# ---- design 1 ----
### Placement by cell class, design 1

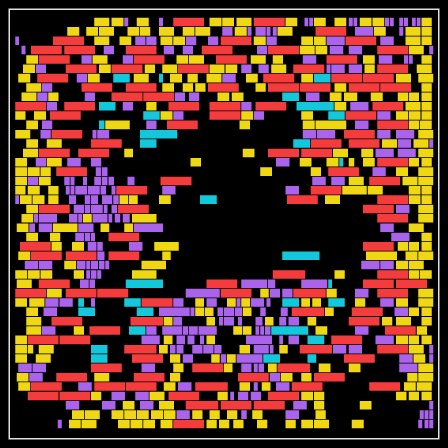

`config.mk`:
```
export PLATFORM = sky130hd
export DESIGN_NAME = l2_mem_axi_bridge_flat
export DESIGN_NICKNAME = d
export VERILOG_FILES = /design/src/rtl/l2_mem_axi_bridge_if.sv /design/src/rtl/l2_mem_axi_bridge.sv /design/src/flat_wrapper.sv
export SDC_FILE = /design/constraint.sdc
export NUM_CORES = 1
export LEC_CHECK = 0
export CORE_UTILIZATION = 36
export CTS_BUF_LIST = sky130_fd_sc_hd__clkbuf_8
export CTS_CLUSTER_SIZE = 25
export DETAILED_ROUTE_END_ITERATION = 16
export PLACE_DENSITY = 0.78
export RECOVER_POWER = 25
export SYNTH_ARGS = -nofsm -noshare
export SYNTH_HDL_FRONTEND = slang
export SYNTH_SLANG_ARGS = --single-unit
```
`constraint.sdc`:
```
create_clock -name clk -period 1.7 [get_ports clk]
set_clock_uncertainty 0.1 [all_clocks]
set_input_delay 0.17 -clock clk [delete_from_list [all_inputs] [get_ports clk]]
set_output_delay 0.17 -clock clk [all_outputs]
set_load 0.02 [all_outputs]
```
`src/rtl/l2_mem_axi_bridge_if.sv`:
```
// AXI4 field types and the single-beat AXI4 channel bundle
// used between the L2 memory bridge and its slave.
package axi_pkg;
   typedef logic [31:0] addr_t;
   typedef logic [31:0] data_t;
   typedef logic [3:0]  strb_t;
   typedef logic [7:0]  len_t;
   typedef logic [2:0]  size_t;
   typedef logic [1:0]  burst_t;
   typedef logic [1:0]  resp_t;

   localparam burst_t BURST_INCR = 2'b01;
   localparam resp_t  RESP_OKAY  = 2'b00;
   localparam size_t  SIZE_WORD  = 3'b010;
endpackage

interface axi_if;
   import axi_pkg::*;

   addr_t  araddr;
   len_t   arlen;
   size_t  arsize;
   burst_t arburst;
   logic   arvalid;
   logic   arready;

   data_t  rdata;
   resp_t  rresp;
   logic   rlast;
   logic   rvalid;
   logic   rready;

   addr_t  awaddr;
   len_t   awlen;
   size_t  awsize;
   burst_t awburst;
   logic   awvalid;
   logic   awready;

   data_t  wdata;
   strb_t  wstrb;
   logic   wlast;
   logic   wvalid;
   logic   wready;

   resp_t  bresp;
   logic   bvalid;
   logic   bready;

   modport master (
      output araddr, arlen, arsize, arburst, arvalid,
      input  arready,
      input  rdata, rresp, rlast, rvalid,
      output rready,
      output awaddr, awlen, awsize, awburst, awvalid,
      input  awready,
      output wdata, wstrb, wlast, wvalid,
      input  wready,
      input  bresp, bvalid,
      output bready
   );

   modport slave (
      input  araddr, arlen, arsize, arburst, arvalid,
      output arready,
      output rdata, rresp, rlast, rvalid,
      input  rready,
      input  awaddr, awlen, awsize, awburst, awvalid,
      output awready,
      input  wdata, wstrb, wlast, wvalid,
      output wready,
      output bresp, bvalid,
      input  bready
   );
endinterface

```
`src/rtl/l2_mem_axi_bridge.sv`:
```
// L2 memory port to AXI4 bridge: one single-beat transaction
// outstanding, one-cycle completion pulse, saturating error count.
module l2_mem_axi_bridge
   import axi_pkg::*;
#(
   parameter int ERR_CNT_W = 16
) (
   input  logic                 clk,
   input  logic                 rst_n,
   input  logic                 mem_req_valid,
   input  logic [31:0]          mem_req_addr,
   input  logic                 mem_req_op,
   input  logic [31:0]          mem_write_data,
   output logic                 mem_resp_valid,
   output logic [31:0]          mem_resp_data,
   output logic                 mem_resp_err,
   output logic [ERR_CNT_W-1:0] err_count,
   axi_if.master                axi
);

   typedef enum logic [2:0] {
      IDLE,
      RD_A,
      RD_D,
      WR_AW,
      WR_B,
      RESP
   } state_t;

   state_t state;
   addr_t  addr_q;
   data_t  wdata_q;
   logic   arvalid;
   logic   rready;
   logic   awvalid;
   logic   wvalid;
   logic   bready;
   logic   aw_done;
   logic   w_done;
   logic   aw_hs;
   logic   w_hs;
   logic   unused_addr_lsb;

   assign unused_addr_lsb = ^mem_req_addr[1:0];

   assign aw_hs = awvalid & axi.awready;
   assign w_hs  = wvalid & axi.wready;

   assign axi.araddr  = addr_q;
   assign axi.arlen   = '0;
   assign axi.arsize  = SIZE_WORD;
   assign axi.arburst = BURST_INCR;
   assign axi.arvalid = arvalid;
   assign axi.rready  = rready;

   assign axi.awaddr  = addr_q;
   assign axi.awlen   = '0;
   assign axi.awsize  = SIZE_WORD;
   assign axi.awburst = BURST_INCR;
   assign axi.awvalid = awvalid;

   assign axi.wdata   = wdata_q;
   assign axi.wstrb   = 4'hF;
   assign axi.wlast   = 1'b1;
   assign axi.wvalid  = wvalid;
   assign axi.bready  = bready;

   always_ff @(posedge clk or negedge rst_n) begin
      if (!rst_n) begin
         state          <= IDLE;
         addr_q         <= '0;
         wdata_q        <= '0;
         arvalid        <= 1'b0;
         rready         <= 1'b0;
         awvalid        <= 1'b0;
         wvalid         <= 1'b0;
         bready         <= 1'b0;
         aw_done        <= 1'b0;
         w_done         <= 1'b0;
         mem_resp_valid <= 1'b0;
         mem_resp_data  <= '0;
         mem_resp_err   <= 1'b0;
         err_count      <= '0;
      end else begin
         unique case (state)
            IDLE: begin
               if (mem_req_valid) begin
                  addr_q  <= {mem_req_addr[31:2], 2'b00};
                  wdata_q <= mem_write_data;
                  aw_done <= 1'b0;
                  w_done  <= 1'b0;
                  if (mem_req_op) begin
                     awvalid <= 1'b1;
                     wvalid  <= 1'b1;
                     state   <= WR_AW;
                  end else begin
                     arvalid <= 1'b1;
                     state   <= RD_A;
                  end
               end
            end
            RD_A: begin
               if (axi.arready) begin
                  arvalid <= 1'b0;
                  rready  <= 1'b1;
                  state   <= RD_D;
               end
            end
            RD_D: begin
               if (axi.rvalid) begin
                  rready         <= 1'b0;
                  mem_resp_valid <= 1'b1;
                  mem_resp_data  <= axi.rdata;
                  mem_resp_err   <= (axi.rresp != RESP_OKAY) | ~axi.rlast;
                  state          <= RESP;
               end
            end
            WR_AW: begin
               // AW and W complete independently; either order or together
               if (aw_hs) begin
                  awvalid <= 1'b0;
                  aw_done <= 1'b1;
               end
               if (w_hs) begin
                  wvalid <= 1'b0;
                  w_done <= 1'b1;
               end
               if ((aw_done | aw_hs) && (w_done | w_hs)) begin
                  bready <= 1'b1;
                  state  <= WR_B;
               end
            end
            WR_B: begin
               if (axi.bvalid) begin
                  bready         <= 1'b0;
                  mem_resp_valid <= 1'b1;
                  mem_resp_data  <= '0;
                  mem_resp_err   <= (axi.bresp != RESP_OKAY);
                  state          <= RESP;
               end
            end
            RESP: begin
               mem_resp_valid <= 1'b0;
               if (mem_resp_err && (err_count != '1)) begin
                  err_count <= err_count + ERR_CNT_W'(1);
               end
               state <= IDLE;
            end
            default: state <= IDLE;
         endcase
      end
   end

endmodule

```
`src/flat_wrapper.sv`:
```
// flat-port wrapper written by rule: the top's interface ports become plain ports
module l2_mem_axi_bridge_flat import axi_pkg::*;
#(
   parameter int ERR_CNT_W = 16
)
  (clk, rst_n, mem_req_valid, mem_req_addr, mem_req_op, mem_write_data, mem_resp_valid, mem_resp_data, mem_resp_err, err_count, axi_araddr, axi_arlen, axi_arsize, axi_arburst, axi_arvalid, axi_arready, axi_rdata, axi_rresp, axi_rlast, axi_rvalid, axi_rready, axi_awaddr, axi_awlen, axi_awsize, axi_awburst, axi_awvalid, axi_awready, axi_wdata, axi_wstrb, axi_wlast, axi_wvalid, axi_wready, axi_bresp, axi_bvalid, axi_bready);
  axi_if axi_i ();
  input  logic clk;
  input  logic rst_n;
  input  logic mem_req_valid;
  input  logic [31:0] mem_req_addr;
  input  logic mem_req_op;
  input  logic [31:0] mem_write_data;
  output logic mem_resp_valid;
  output logic [31:0] mem_resp_data;
  output logic mem_resp_err;
  output logic [ERR_CNT_W-1:0] err_count;
  output wire logic [$bits(axi_i.araddr)-1:0] axi_araddr;
  output wire logic [$bits(axi_i.arlen)-1:0] axi_arlen;
  output wire logic [$bits(axi_i.arsize)-1:0] axi_arsize;
  output wire logic [$bits(axi_i.arburst)-1:0] axi_arburst;
  output wire logic [$bits(axi_i.arvalid)-1:0] axi_arvalid;
  input wire logic [$bits(axi_i.arready)-1:0] axi_arready;
  input wire logic [$bits(axi_i.rdata)-1:0] axi_rdata;
  input wire logic [$bits(axi_i.rresp)-1:0] axi_rresp;
  input wire logic [$bits(axi_i.rlast)-1:0] axi_rlast;
  input wire logic [$bits(axi_i.rvalid)-1:0] axi_rvalid;
  output wire logic [$bits(axi_i.rready)-1:0] axi_rready;
  output wire logic [$bits(axi_i.awaddr)-1:0] axi_awaddr;
  output wire logic [$bits(axi_i.awlen)-1:0] axi_awlen;
  output wire logic [$bits(axi_i.awsize)-1:0] axi_awsize;
  output wire logic [$bits(axi_i.awburst)-1:0] axi_awburst;
  output wire logic [$bits(axi_i.awvalid)-1:0] axi_awvalid;
  input wire logic [$bits(axi_i.awready)-1:0] axi_awready;
  output wire logic [$bits(axi_i.wdata)-1:0] axi_wdata;
  output wire logic [$bits(axi_i.wstrb)-1:0] axi_wstrb;
  output wire logic [$bits(axi_i.wlast)-1:0] axi_wlast;
  output wire logic [$bits(axi_i.wvalid)-1:0] axi_wvalid;
  input wire logic [$bits(axi_i.wready)-1:0] axi_wready;
  input wire logic [$bits(axi_i.bresp)-1:0] axi_bresp;
  input wire logic [$bits(axi_i.bvalid)-1:0] axi_bvalid;
  output wire logic [$bits(axi_i.bready)-1:0] axi_bready;
  assign axi_araddr = axi_i.araddr;
  assign axi_arlen = axi_i.arlen;
  assign axi_arsize = axi_i.arsize;
  assign axi_arburst = axi_i.arburst;
  assign axi_arvalid = axi_i.arvalid;
  assign axi_i.arready = axi_arready;
  assign axi_i.rdata = axi_rdata;
  assign axi_i.rresp = axi_rresp;
  assign axi_i.rlast = axi_rlast;
  assign axi_i.rvalid = axi_rvalid;
  assign axi_rready = axi_i.rready;
  assign axi_awaddr = axi_i.awaddr;
  assign axi_awlen = axi_i.awlen;
  assign axi_awsize = axi_i.awsize;
  assign axi_awburst = axi_i.awburst;
  assign axi_awvalid = axi_i.awvalid;
  assign axi_i.awready = axi_awready;
  assign axi_wdata = axi_i.wdata;
  assign axi_wstrb = axi_i.wstrb;
  assign axi_wlast = axi_i.wlast;
  assign axi_wvalid = axi_i.wvalid;
  assign axi_i.wready = axi_wready;
  assign axi_i.bresp = axi_bresp;
  assign axi_i.bvalid = axi_bvalid;
  assign axi_bready = axi_i.bready;
  l2_mem_axi_bridge #(.ERR_CNT_W(ERR_CNT_W)) u_core (.clk(clk), .rst_n(rst_n), .mem_req_valid(mem_req_valid), .mem_req_addr(mem_req_addr), .mem_req_op(mem_req_op), .mem_write_data(mem_write_data), .mem_resp_valid(mem_resp_valid), .mem_resp_data(mem_resp_data), .mem_resp_err(mem_resp_err), .err_count(err_count), .axi(axi_i));
endmodule
```
# ---- design 2 ----
**src/rtl/instr_encoder_if.sv**
```systemverilog
// Stream interface of the instruction encoder: descriptor input, encoded-word
// output and status signals.
interface instr_encoder_if #(
    parameter int ADDR_WIDTH = 9
);
    logic                  In_Valid;
    logic                  In_Ready;
    logic [1:0]            In_Class;
    logic [3:0]            In_Cond;
    logic [3:0]            In_Cmd;
    logic                  In_S;
    logic                  In_L;
    logic                  In_U;
    logic [3:0]            In_Rd;
    logic [3:0]            In_Rn;
    logic [3:0]            In_Rm;
    logic [3:0]            In_Rot;
    logic [23:0]           In_Imm;
    logic                  Out_Valid;
    logic                  Out_Ready;
    logic [31:0]           Out_Instr;
    logic [ADDR_WIDTH-1:0] Out_Addr;
    logic                  Err;
    logic                  Halted;
    logic [ADDR_WIDTH:0]   Count;

    modport master (
        output In_Valid, In_Class, In_Cond, In_Cmd, In_S, In_L, In_U,
               In_Rd, In_Rn, In_Rm, In_Rot, In_Imm, Out_Ready,
        input  In_Ready, Out_Valid, Out_Instr, Out_Addr, Err, Halted, Count
    );

    modport slave (
        input  In_Valid, In_Class, In_Cond, In_Cmd, In_S, In_L, In_U,
               In_Rd, In_Rn, In_Rm, In_Rot, In_Imm, Out_Ready,
        output In_Ready, Out_Valid, Out_Instr, Out_Addr, Err, Halted, Count
    );
endinterface

```
**src/rtl/instr_encoder.sv**
```systemverilog
// Packs field-level instruction descriptors into 32-bit ARM words, tags each
// with a sequential word address and buffers them in a small FIFO.
module instr_encoder #(
    parameter int FIFO_DEPTH = 4,
    parameter int ADDR_WIDTH = 9,
    parameter int BASE_ADDR  = 0
) (
    input  logic CLK,
    input  logic RESET,
    input  logic Start,
    instr_encoder_if.slave bus
);
    localparam int PTR_W = $clog2(FIFO_DEPTH);
    localparam logic [ADDR_WIDTH-1:0] BASE = ADDR_WIDTH'(BASE_ADDR);

    typedef enum logic {RUN, HALT} state_t;

    state_t                state, state_next;
    logic [PTR_W:0]        wr_ptr, rd_ptr;
    logic [ADDR_WIDTH-1:0] addr;
    logic [ADDR_WIDTH:0]   count;
    logic                  err_p1;
    logic [31:0]           mem_instr [FIFO_DEPTH];
    logic [ADDR_WIDTH-1:0] mem_addr  [FIFO_DEPTH];

    logic        full, empty, in_ready, hs, pop;
    logic        bad_p0, vld_p0;
    logic [31:0] word_p0;

    function automatic logic cmd_ok(input logic [3:0] cmd);
        case (cmd)
            4'b0100, 4'b0010, 4'b0000, 4'b1100, 4'b1010, 4'b1011: cmd_ok = 1'b1;
            default:                                            cmd_ok = 1'b0;
        endcase
    endfunction

    function automatic logic is_bad(input logic [1:0] cls, input logic [3:0] cond,
                                    input logic [3:0] cmd, input logic [23:0] imm);
        logic b;
        b = (cond == 4'hF);
        if (!cls[1] && !cmd_ok(cmd))     b = 1'b1;
        if (cls == 2'b01 && imm[23:8]  != '0) b = 1'b1;
        if (cls == 2'b10 && imm[23:12] != '0) b = 1'b1;
        is_bad = b;
    endfunction

    function automatic logic [31:0] encode(
        input logic [1:0] cls, input logic [3:0] cond, input logic [3:0] cmd,
        input logic s, input logic l, input logic u, input logic [3:0] rd,
        input logic [3:0] rn, input logic [3:0] rm, input logic [3:0] rot,
        input logic [23:0] imm);
        logic       cmp;
        logic       s_eff;
        logic [3:0] rd_eff;
        // Compare ops always set flags and have no destination register.
        cmp    = (cmd == 4'b1010) || (cmd == 4'b1011);
        s_eff  = cmp ? 1'b1 : s;
        rd_eff = cmp ? 4'b0000 : rd;
        case (cls)
            2'b00:   encode = {cond, 3'b000, cmd, s_eff, rn, rd_eff, 8'h00, rm};
            2'b01:   encode = {cond, 3'b001, cmd, s_eff, rn, rd_eff, rot, imm[7:0]};
            2'b10:   encode = {cond, 3'b010, 1'b1, u, 1'b0, 1'b0, l, rn, rd, imm[11:0]};
            default: encode = {cond, 4'b1010, imm};
        endcase
    endfunction

    assign full  = (wr_ptr[PTR_W] != rd_ptr[PTR_W]) &&
                   (wr_ptr[PTR_W-1:0] == rd_ptr[PTR_W-1:0]);
    assign empty = (wr_ptr == rd_ptr);

    assign in_ready = (state == RUN) && !full && !Start;
    assign hs       = bus.In_Valid && in_ready;
    assign pop      = !empty && bus.Out_Ready;

    // Stage p0: combinational encode and legality check of the offered descriptor
    assign bad_p0  = is_bad(bus.In_Class, bus.In_Cond, bus.In_Cmd, bus.In_Imm);
    assign word_p0 = encode(bus.In_Class, bus.In_Cond, bus.In_Cmd, bus.In_S, bus.In_L,
                            bus.In_U, bus.In_Rd, bus.In_Rn, bus.In_Rm, bus.In_Rot,
                            bus.In_Imm);
    assign vld_p0  = hs && !bad_p0;

    always_comb begin
        state_next = state;
        if (Start)
            state_next = RUN;
        else if (state == RUN && vld_p0 && addr == '1)
            state_next = HALT;
    end

    always_ff @(posedge CLK) begin
        if (RESET)
            state <= RUN;
        else
            state <= state_next;
    end

    // Stage p1: FIFO, address counter and error pulse
    always_ff @(posedge CLK) begin
        if (RESET || Start) begin
            wr_ptr <= '0;
            rd_ptr <= '0;
            addr   <= BASE;
            count  <= '0;
            err_p1 <= 1'b0;
        end else begin
            err_p1 <= hs && bad_p0;
            if (vld_p0) begin
                wr_ptr <= wr_ptr + 1'b1;
                addr   <= addr + 1'b1;
                count  <= count + 1'b1;
            end
            if (pop)
                rd_ptr <= rd_ptr + 1'b1;
        end
    end

    always_ff @(posedge CLK) begin
        if (vld_p0) begin
            mem_instr[wr_ptr[PTR_W-1:0]] <= word_p0;
            mem_addr[wr_ptr[PTR_W-1:0]]  <= addr;
        end
    end

    assign bus.In_Ready  = in_ready;
    assign bus.Out_Valid = !empty;
    assign bus.Out_Instr = empty ? 32'h0 : mem_instr[rd_ptr[PTR_W-1:0]];
    assign bus.Out_Addr  = empty ? '0 : mem_addr[rd_ptr[PTR_W-1:0]];
    assign bus.Err       = err_p1;
    assign bus.Halted    = (state == HALT);
    assign bus.Count     = count;
endmodule

```
**src/flat_wrapper.sv**
```systemverilog
// flat-port wrapper written by rule: the top's interface ports become plain ports
module instr_encoder_flat 
#(
    parameter int FIFO_DEPTH = 4,
    parameter int ADDR_WIDTH = 9,
    parameter int BASE_ADDR  = 0
)
  (CLK, RESET, Start, bus_In_Valid, bus_In_Class, bus_In_Cond, bus_In_Cmd, bus_In_S, bus_In_L, bus_In_U, bus_In_Rd, bus_In_Rn, bus_In_Rm, bus_In_Rot, bus_In_Imm, bus_Out_Ready, bus_In_Ready, bus_Out_Valid, bus_Out_Instr, bus_Out_Addr, bus_Err, bus_Halted, bus_Count);
  instr_encoder_if #(.ADDR_WIDTH(ADDR_WIDTH)) bus_i ();
  input  logic CLK;
  input  logic RESET;
  input  logic Start;
  input wire logic [$bits(bus_i.In_Valid)-1:0] bus_In_Valid;
  input wire logic [$bits(bus_i.In_Class)-1:0] bus_In_Class;
  input wire logic [$bits(bus_i.In_Cond)-1:0] bus_In_Cond;
  input wire logic [$bits(bus_i.In_Cmd)-1:0] bus_In_Cmd;
  input wire logic [$bits(bus_i.In_S)-1:0] bus_In_S;
  input wire logic [$bits(bus_i.In_L)-1:0] bus_In_L;
  input wire logic [$bits(bus_i.In_U)-1:0] bus_In_U;
  input wire logic [$bits(bus_i.In_Rd)-1:0] bus_In_Rd;
  input wire logic [$bits(bus_i.In_Rn)-1:0] bus_In_Rn;
  input wire logic [$bits(bus_i.In_Rm)-1:0] bus_In_Rm;
  input wire logic [$bits(bus_i.In_Rot)-1:0] bus_In_Rot;
  input wire logic [$bits(bus_i.In_Imm)-1:0] bus_In_Imm;
  input wire logic [$bits(bus_i.Out_Ready)-1:0] bus_Out_Ready;
  output wire logic [$bits(bus_i.In_Ready)-1:0] bus_In_Ready;
  output wire logic [$bits(bus_i.Out_Valid)-1:0] bus_Out_Valid;
  output wire logic [$bits(bus_i.Out_Instr)-1:0] bus_Out_Instr;
  output wire logic [$bits(bus_i.Out_Addr)-1:0] bus_Out_Addr;
  output wire logic [$bits(bus_i.Err)-1:0] bus_Err;
  output wire logic [$bits(bus_i.Halted)-1:0] bus_Halted;
  output wire logic [$bits(bus_i.Count)-1:0] bus_Count;
  assign bus_i.In_Valid = bus_In_Valid;
  assign bus_i.In_Class = bus_In_Class;
  assign bus_i.In_Cond = bus_In_Cond;
  assign bus_i.In_Cmd = bus_In_Cmd;
  assign bus_i.In_S = bus_In_S;
  assign bus_i.In_L = bus_In_L;
  assign bus_i.In_U = bus_In_U;
  assign bus_i.In_Rd = bus_In_Rd;
  assign bus_i.In_Rn = bus_In_Rn;
  assign bus_i.In_Rm = bus_In_Rm;
  assign bus_i.In_Rot = bus_In_Rot;
  assign bus_i.In_Imm = bus_In_Imm;
  assign bus_i.Out_Ready = bus_Out_Ready;
  assign bus_In_Ready = bus_i.In_Ready;
  assign bus_Out_Valid = bus_i.Out_Valid;
  assign bus_Out_Instr = bus_i.Out_Instr;
  assign bus_Out_Addr = bus_i.Out_Addr;
  assign bus_Err = bus_i.Err;
  assign bus_Halted = bus_i.Halted;
  assign bus_Count = bus_i.Count;
  instr_encoder #(.FIFO_DEPTH(FIFO_DEPTH), .ADDR_WIDTH(ADDR_WIDTH), .BASE_ADDR(BASE_ADDR)) u_core (.CLK(CLK), .RESET(RESET), .Start(Start), .bus(bus_i));
endmodule
```
**config.mk**
```make
export PLATFORM = sky130hd
export DESIGN_NAME = instr_encoder_flat
export DESIGN_NICKNAME = d
export VERILOG_FILES = /design/src/rtl/instr_encoder_if.sv /design/src/rtl/instr_encoder.sv /design/src/flat_wrapper.sv
export SDC_FILE = /design/constraint.sdc
export NUM_CORES = 1
export LEC_CHECK = 0
export CORE_ASPECT_RATIO = 1.5
export CORE_MARGIN = 5
export CORE_UTILIZATION = 40
export DETAILED_ROUTE_END_ITERATION = 6
export GPL_TIMING_DRIVEN = 0
export PLACE_DENSITY = 0.7
export SLEW_MARGIN = 20
export SYNTH_ARGS = -nofsm -noshare
export SYNTH_HDL_FRONTEND = slang
export SYNTH_SLANG_ARGS = --single-unit
```
**constraint.sdc**
```tcl
create_clock -name CLK -period 3.56 [get_ports CLK]
set_input_delay 0.712 -clock CLK [delete_from_list [all_inputs] [get_ports CLK]]
set_output_delay 0.712 -clock CLK [all_outputs]
set_load 0.01 [all_outputs]
```
### Routing congestion map, design 2

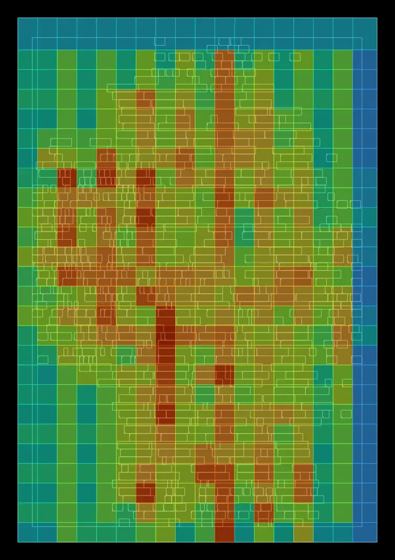
grt met1 use: 19.1%
GR peak layer: met2

==> notes.md, design 2 <==
Figures from the implementation reports.

- The repair_antennas step left the layout with diodes totalling 0.
- Summing over the stages, the warning tally comes to 31.
- The switching fraction of total power is around 22%.
- Looking at the cell usage after synthesis, the top flip-flop cell is sky130_fd_sc_hd__edfxtp_1.
- The design draws 4.62 mW.
- The inverter tally of the final layout excluding the clock network is 5.
- The depth of the CTS H-tree reads 4.
- The power report lists the sequential group at between 2 and 2.5 mW.
- The number of buffers inserted by hold repair at cts is 0.
- The run finished with clean final reports.
- The number of synthesized flops with an enable pin is 164.
- The adder-cell share of the synthesized area reads around 1.2%.
- The final routed DRC violation total reads 0.
- The number of multi-input combinational cells is 256.
- The capture point of the worst reg-to-reg path is u_core.mem_instr[2][25].
- The sequential fraction of the synthesis area is between 60% and 70%.
- The source of the critical timing path reads bus_In_Imm[23].
- The length of routed met2 wiring reads 9.63 mm.
- The met1 routed wirelength after detailed routing reads between 7 and 8 mm.
- The met3 usage reads 2.94%.
- The core region is ~20000 sq um.
- Subtracting the final worst setup slack from the clock period gives 3490 ps.
- The worst endpoint data arrival time is 3550 ps.
- The count of yosys warnings during synthesis reads 0.
- The number of cells in the yosys synthesis report is 484.
- The power drawn by the clock network reads 1.88 mW.
- The critical path endpoint is u_core.mem_instr[2][25].
- The cell leakage power is 3.23 nW.
## design 2: placed cells by master (no fill, tap or decap), drive strengths merged, types with 7 or more instances in the layout
cell type / instances
inv: 12
dfxtp: 29
clkbuf: 38
o31ai: 13
nor2b: 7
a22o: 10
o21ai: 10
buf: 8
nand2: 8
nor2: 13
nand3: 13
mux2: 8
and2: 43
mux4: 41
ha: 8
or4: 16
and3: 10
clkdlybuf4s50: 110
a21oi: 23
edfxtp: 164
### Placement density heat map, design 1

Bar = 20 microns. The die is cut into 12 by 12 equal tiles; black is low, pale yellow is high, 0 to 100% covered.
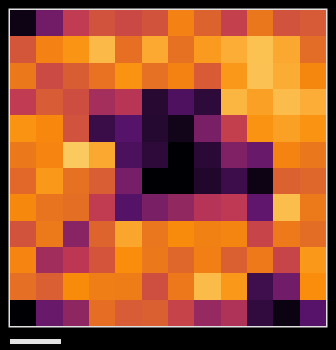
emptiest ninth of the die: middle
tiles over 75% full: 20%
mean over tiles: 56%
nearly empty tiles: 2.8%
fullest tile: 89%
final core utilization: 60.6%
Floorplan Utilization: 37.1%
core footprint: 14600 sq um

## Picture notes: 'Placement by cell class' of design 1
[purple] combinational and other logic | cells: 246 | share of their area: 24%
[yellow] remaining buffers and delay cells | cells: 298 | share of their area: 36%
[cyan] clock drivers and dummy loads | cells: 30 | share of their area: 5.1%
[red] sequential cells | cells: 122 | share of their area: 36%
sequential portion of the cell area: 34.6%
final design instance area without fill: 8840 sq um
number of placement rows: 44

==> notes.md, design 1 <==
Figures from the implementation reports.

- The most common cell after layout, fill and taps aside reads sky130_fd_sc_hd__dfrtp_1.
- Setup slack on the worst reg-to-reg path comes out at -20 ps.
- The setup slack at placement reads -186 ps.
- The flow ran to the end, but the final reports show violations.
- The worst path setup slack after routing reads -22.4 ps.
- The clock network is responsible for 18.4% of the overall power.
- After synthesis, the most frequently instantiated cells are sky130_fd_sc_hd__dfrtp_1, sky130_fd_sc_hd__buf_4, sky130_fd_sc_hd__mux2_2.
- The detailed router finished its first iteration with 105 violations.
- The internal portion of the total power is 9.86 mW.
- The final reports fail on setup timing.
- In this run, flip-flops and latches consume 31.7% of the power.
- The worst endpoint data arrival time is 1930 ps.
- The area share of and-or/or-and cells after synthesis is a little under a tenth.
- The number of setup violations in the final report reads 2.
- Yosys mapped a number of flops with a built-in enable equal to 0.
- For this run, global-route usage on met2 was measured as 30.5%.
- The final timing report lists a max-slew violation count of 0.
- The power drawn by the clock network reads roughly 2.9 mW.
- After floorplanning, the die was sized to cover 15500 sq um.
- The latest clock arrival within the worst-skew pair reads ~420 ps.
- Looking at the reg2reg group, the worst path starts from u_core.err_count[11].
- The main area contributors are sky130_fd_sc_hd__dfrtp_1, sky130_fd_sc_hd__mux2_2, sky130_fd_sc_hd__buf_4, sky130_fd_sc_hd__a22o_1, sky130_fd_sc_hd__xor2_1.
- The share of flip-flops with an asynchronous set or reset reads 100%.
- In the Yosys stats the netlist draws on 45 distinct library cells.
- The power report attributes to the combinational group a share of 49.9%.
- The worst hold margin reads 214 ps.
- The final critical path takes up 101% of the cycle.
- Buffers inserted to repair hold after CTS numbered 1.
- Per the detail_route report, vias per standard cell equal 4.77.
- The startpoint type of the worst setup path is a flip-flop.
- Yosys reports that the leading cell type by area covers 56.5% of the netlist area.
- The report lists the cells along the critical path as nand4_4 > nor4_4 > buf_4 > a21oi_4 > mux2_4.
- The sequential fraction of the synthesis area reads 56.5%.
- The synthesized netlist devotes 2.43% of its cell area to XOR and XNOR gates.
- The total CTS buffers is 17.
- The count of vias placed by the detailed router is 4194.
- The synthesized area per cell reads 12.9 sq um.
- The number of violations of the max-capacitance limit is 0.
- The length of routed met2 wiring is between 7 and 8 mm.
- The cell type with the largest total area reads sky130_fd_sc_hd__dfrtp_1.
- The post-route total power reads 15.7 mW.
## design 1: final cells by class
class	instances	share of cell area (%)
clock buffers	19	2.96
clock inverters	11	2.02
inverters	7	0.297
multi-input cells	239	22.8
flip-flops and latches	122	34.6
well taps	184	2.60
repair buffers	298	34.6
## design 1: through the flow
step	utilization [%]	TNS, ps	area, sq um
after global placement	55.8	-7130	8150
after CTS	58.3	-9.45	8500
final	60.6	-25.2	8840
after global routing	60.6	-4250	8840
after detailed placement	55.8	-8640	8150
after floorplan	-	-1170	5600

==> layout pictures side by side <==
PDN straps and rails.
(a)
Bar = 20 microns. Pins as bars on the die edge.
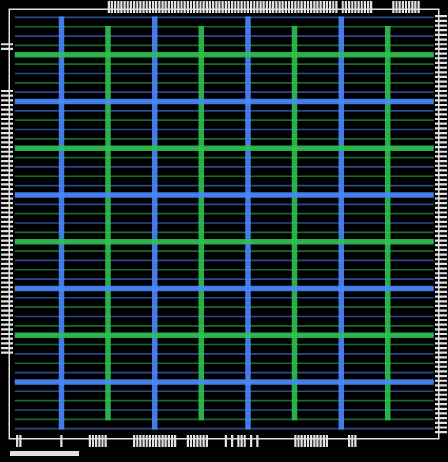
(b)
Bar = 50 microns. Pins as bars on the die edge.
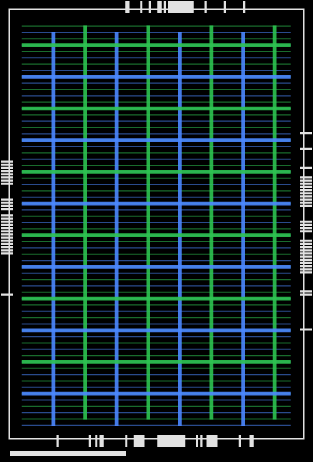
| from | picture |
|---|---|
| design 1 | (a) |
| design 2 | (b) |
The one with the most pins is (a).
The one with the largest die is (b).



## Gallery

Nets reached from selected ports.
Plate I
Bar = 20 microns.
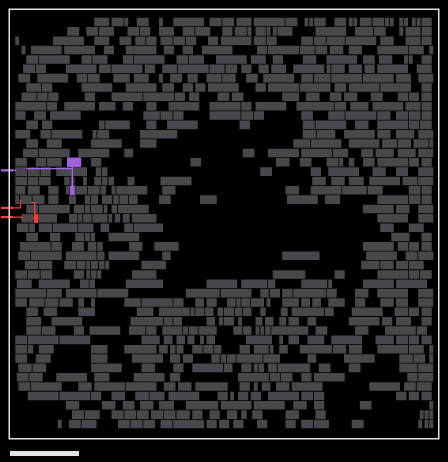
Plate II
Bar = 50 microns.
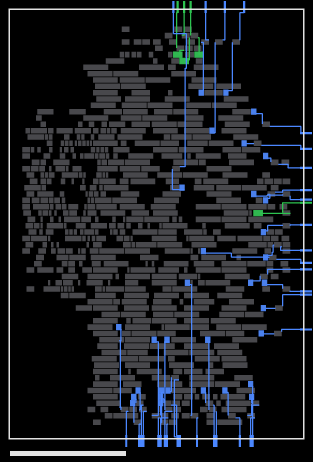
The one with the largest die is Plate II.
| from | picture |
|---|---|
| design 1 | Plate I |
| design 2 | Plate II |

Key to Plate I:
[purple] mem_req_op | bits: 1 | direction: input | end cells: 2 | buffers: 1 | wire: 22.3 microns
[red] axi_bresp | bits: 2 | direction: input | end cells: 1 | buffers: 2 | wire: 15.6 microns

Power figures rest on the tool's default switching activity, not on a simulated workload.
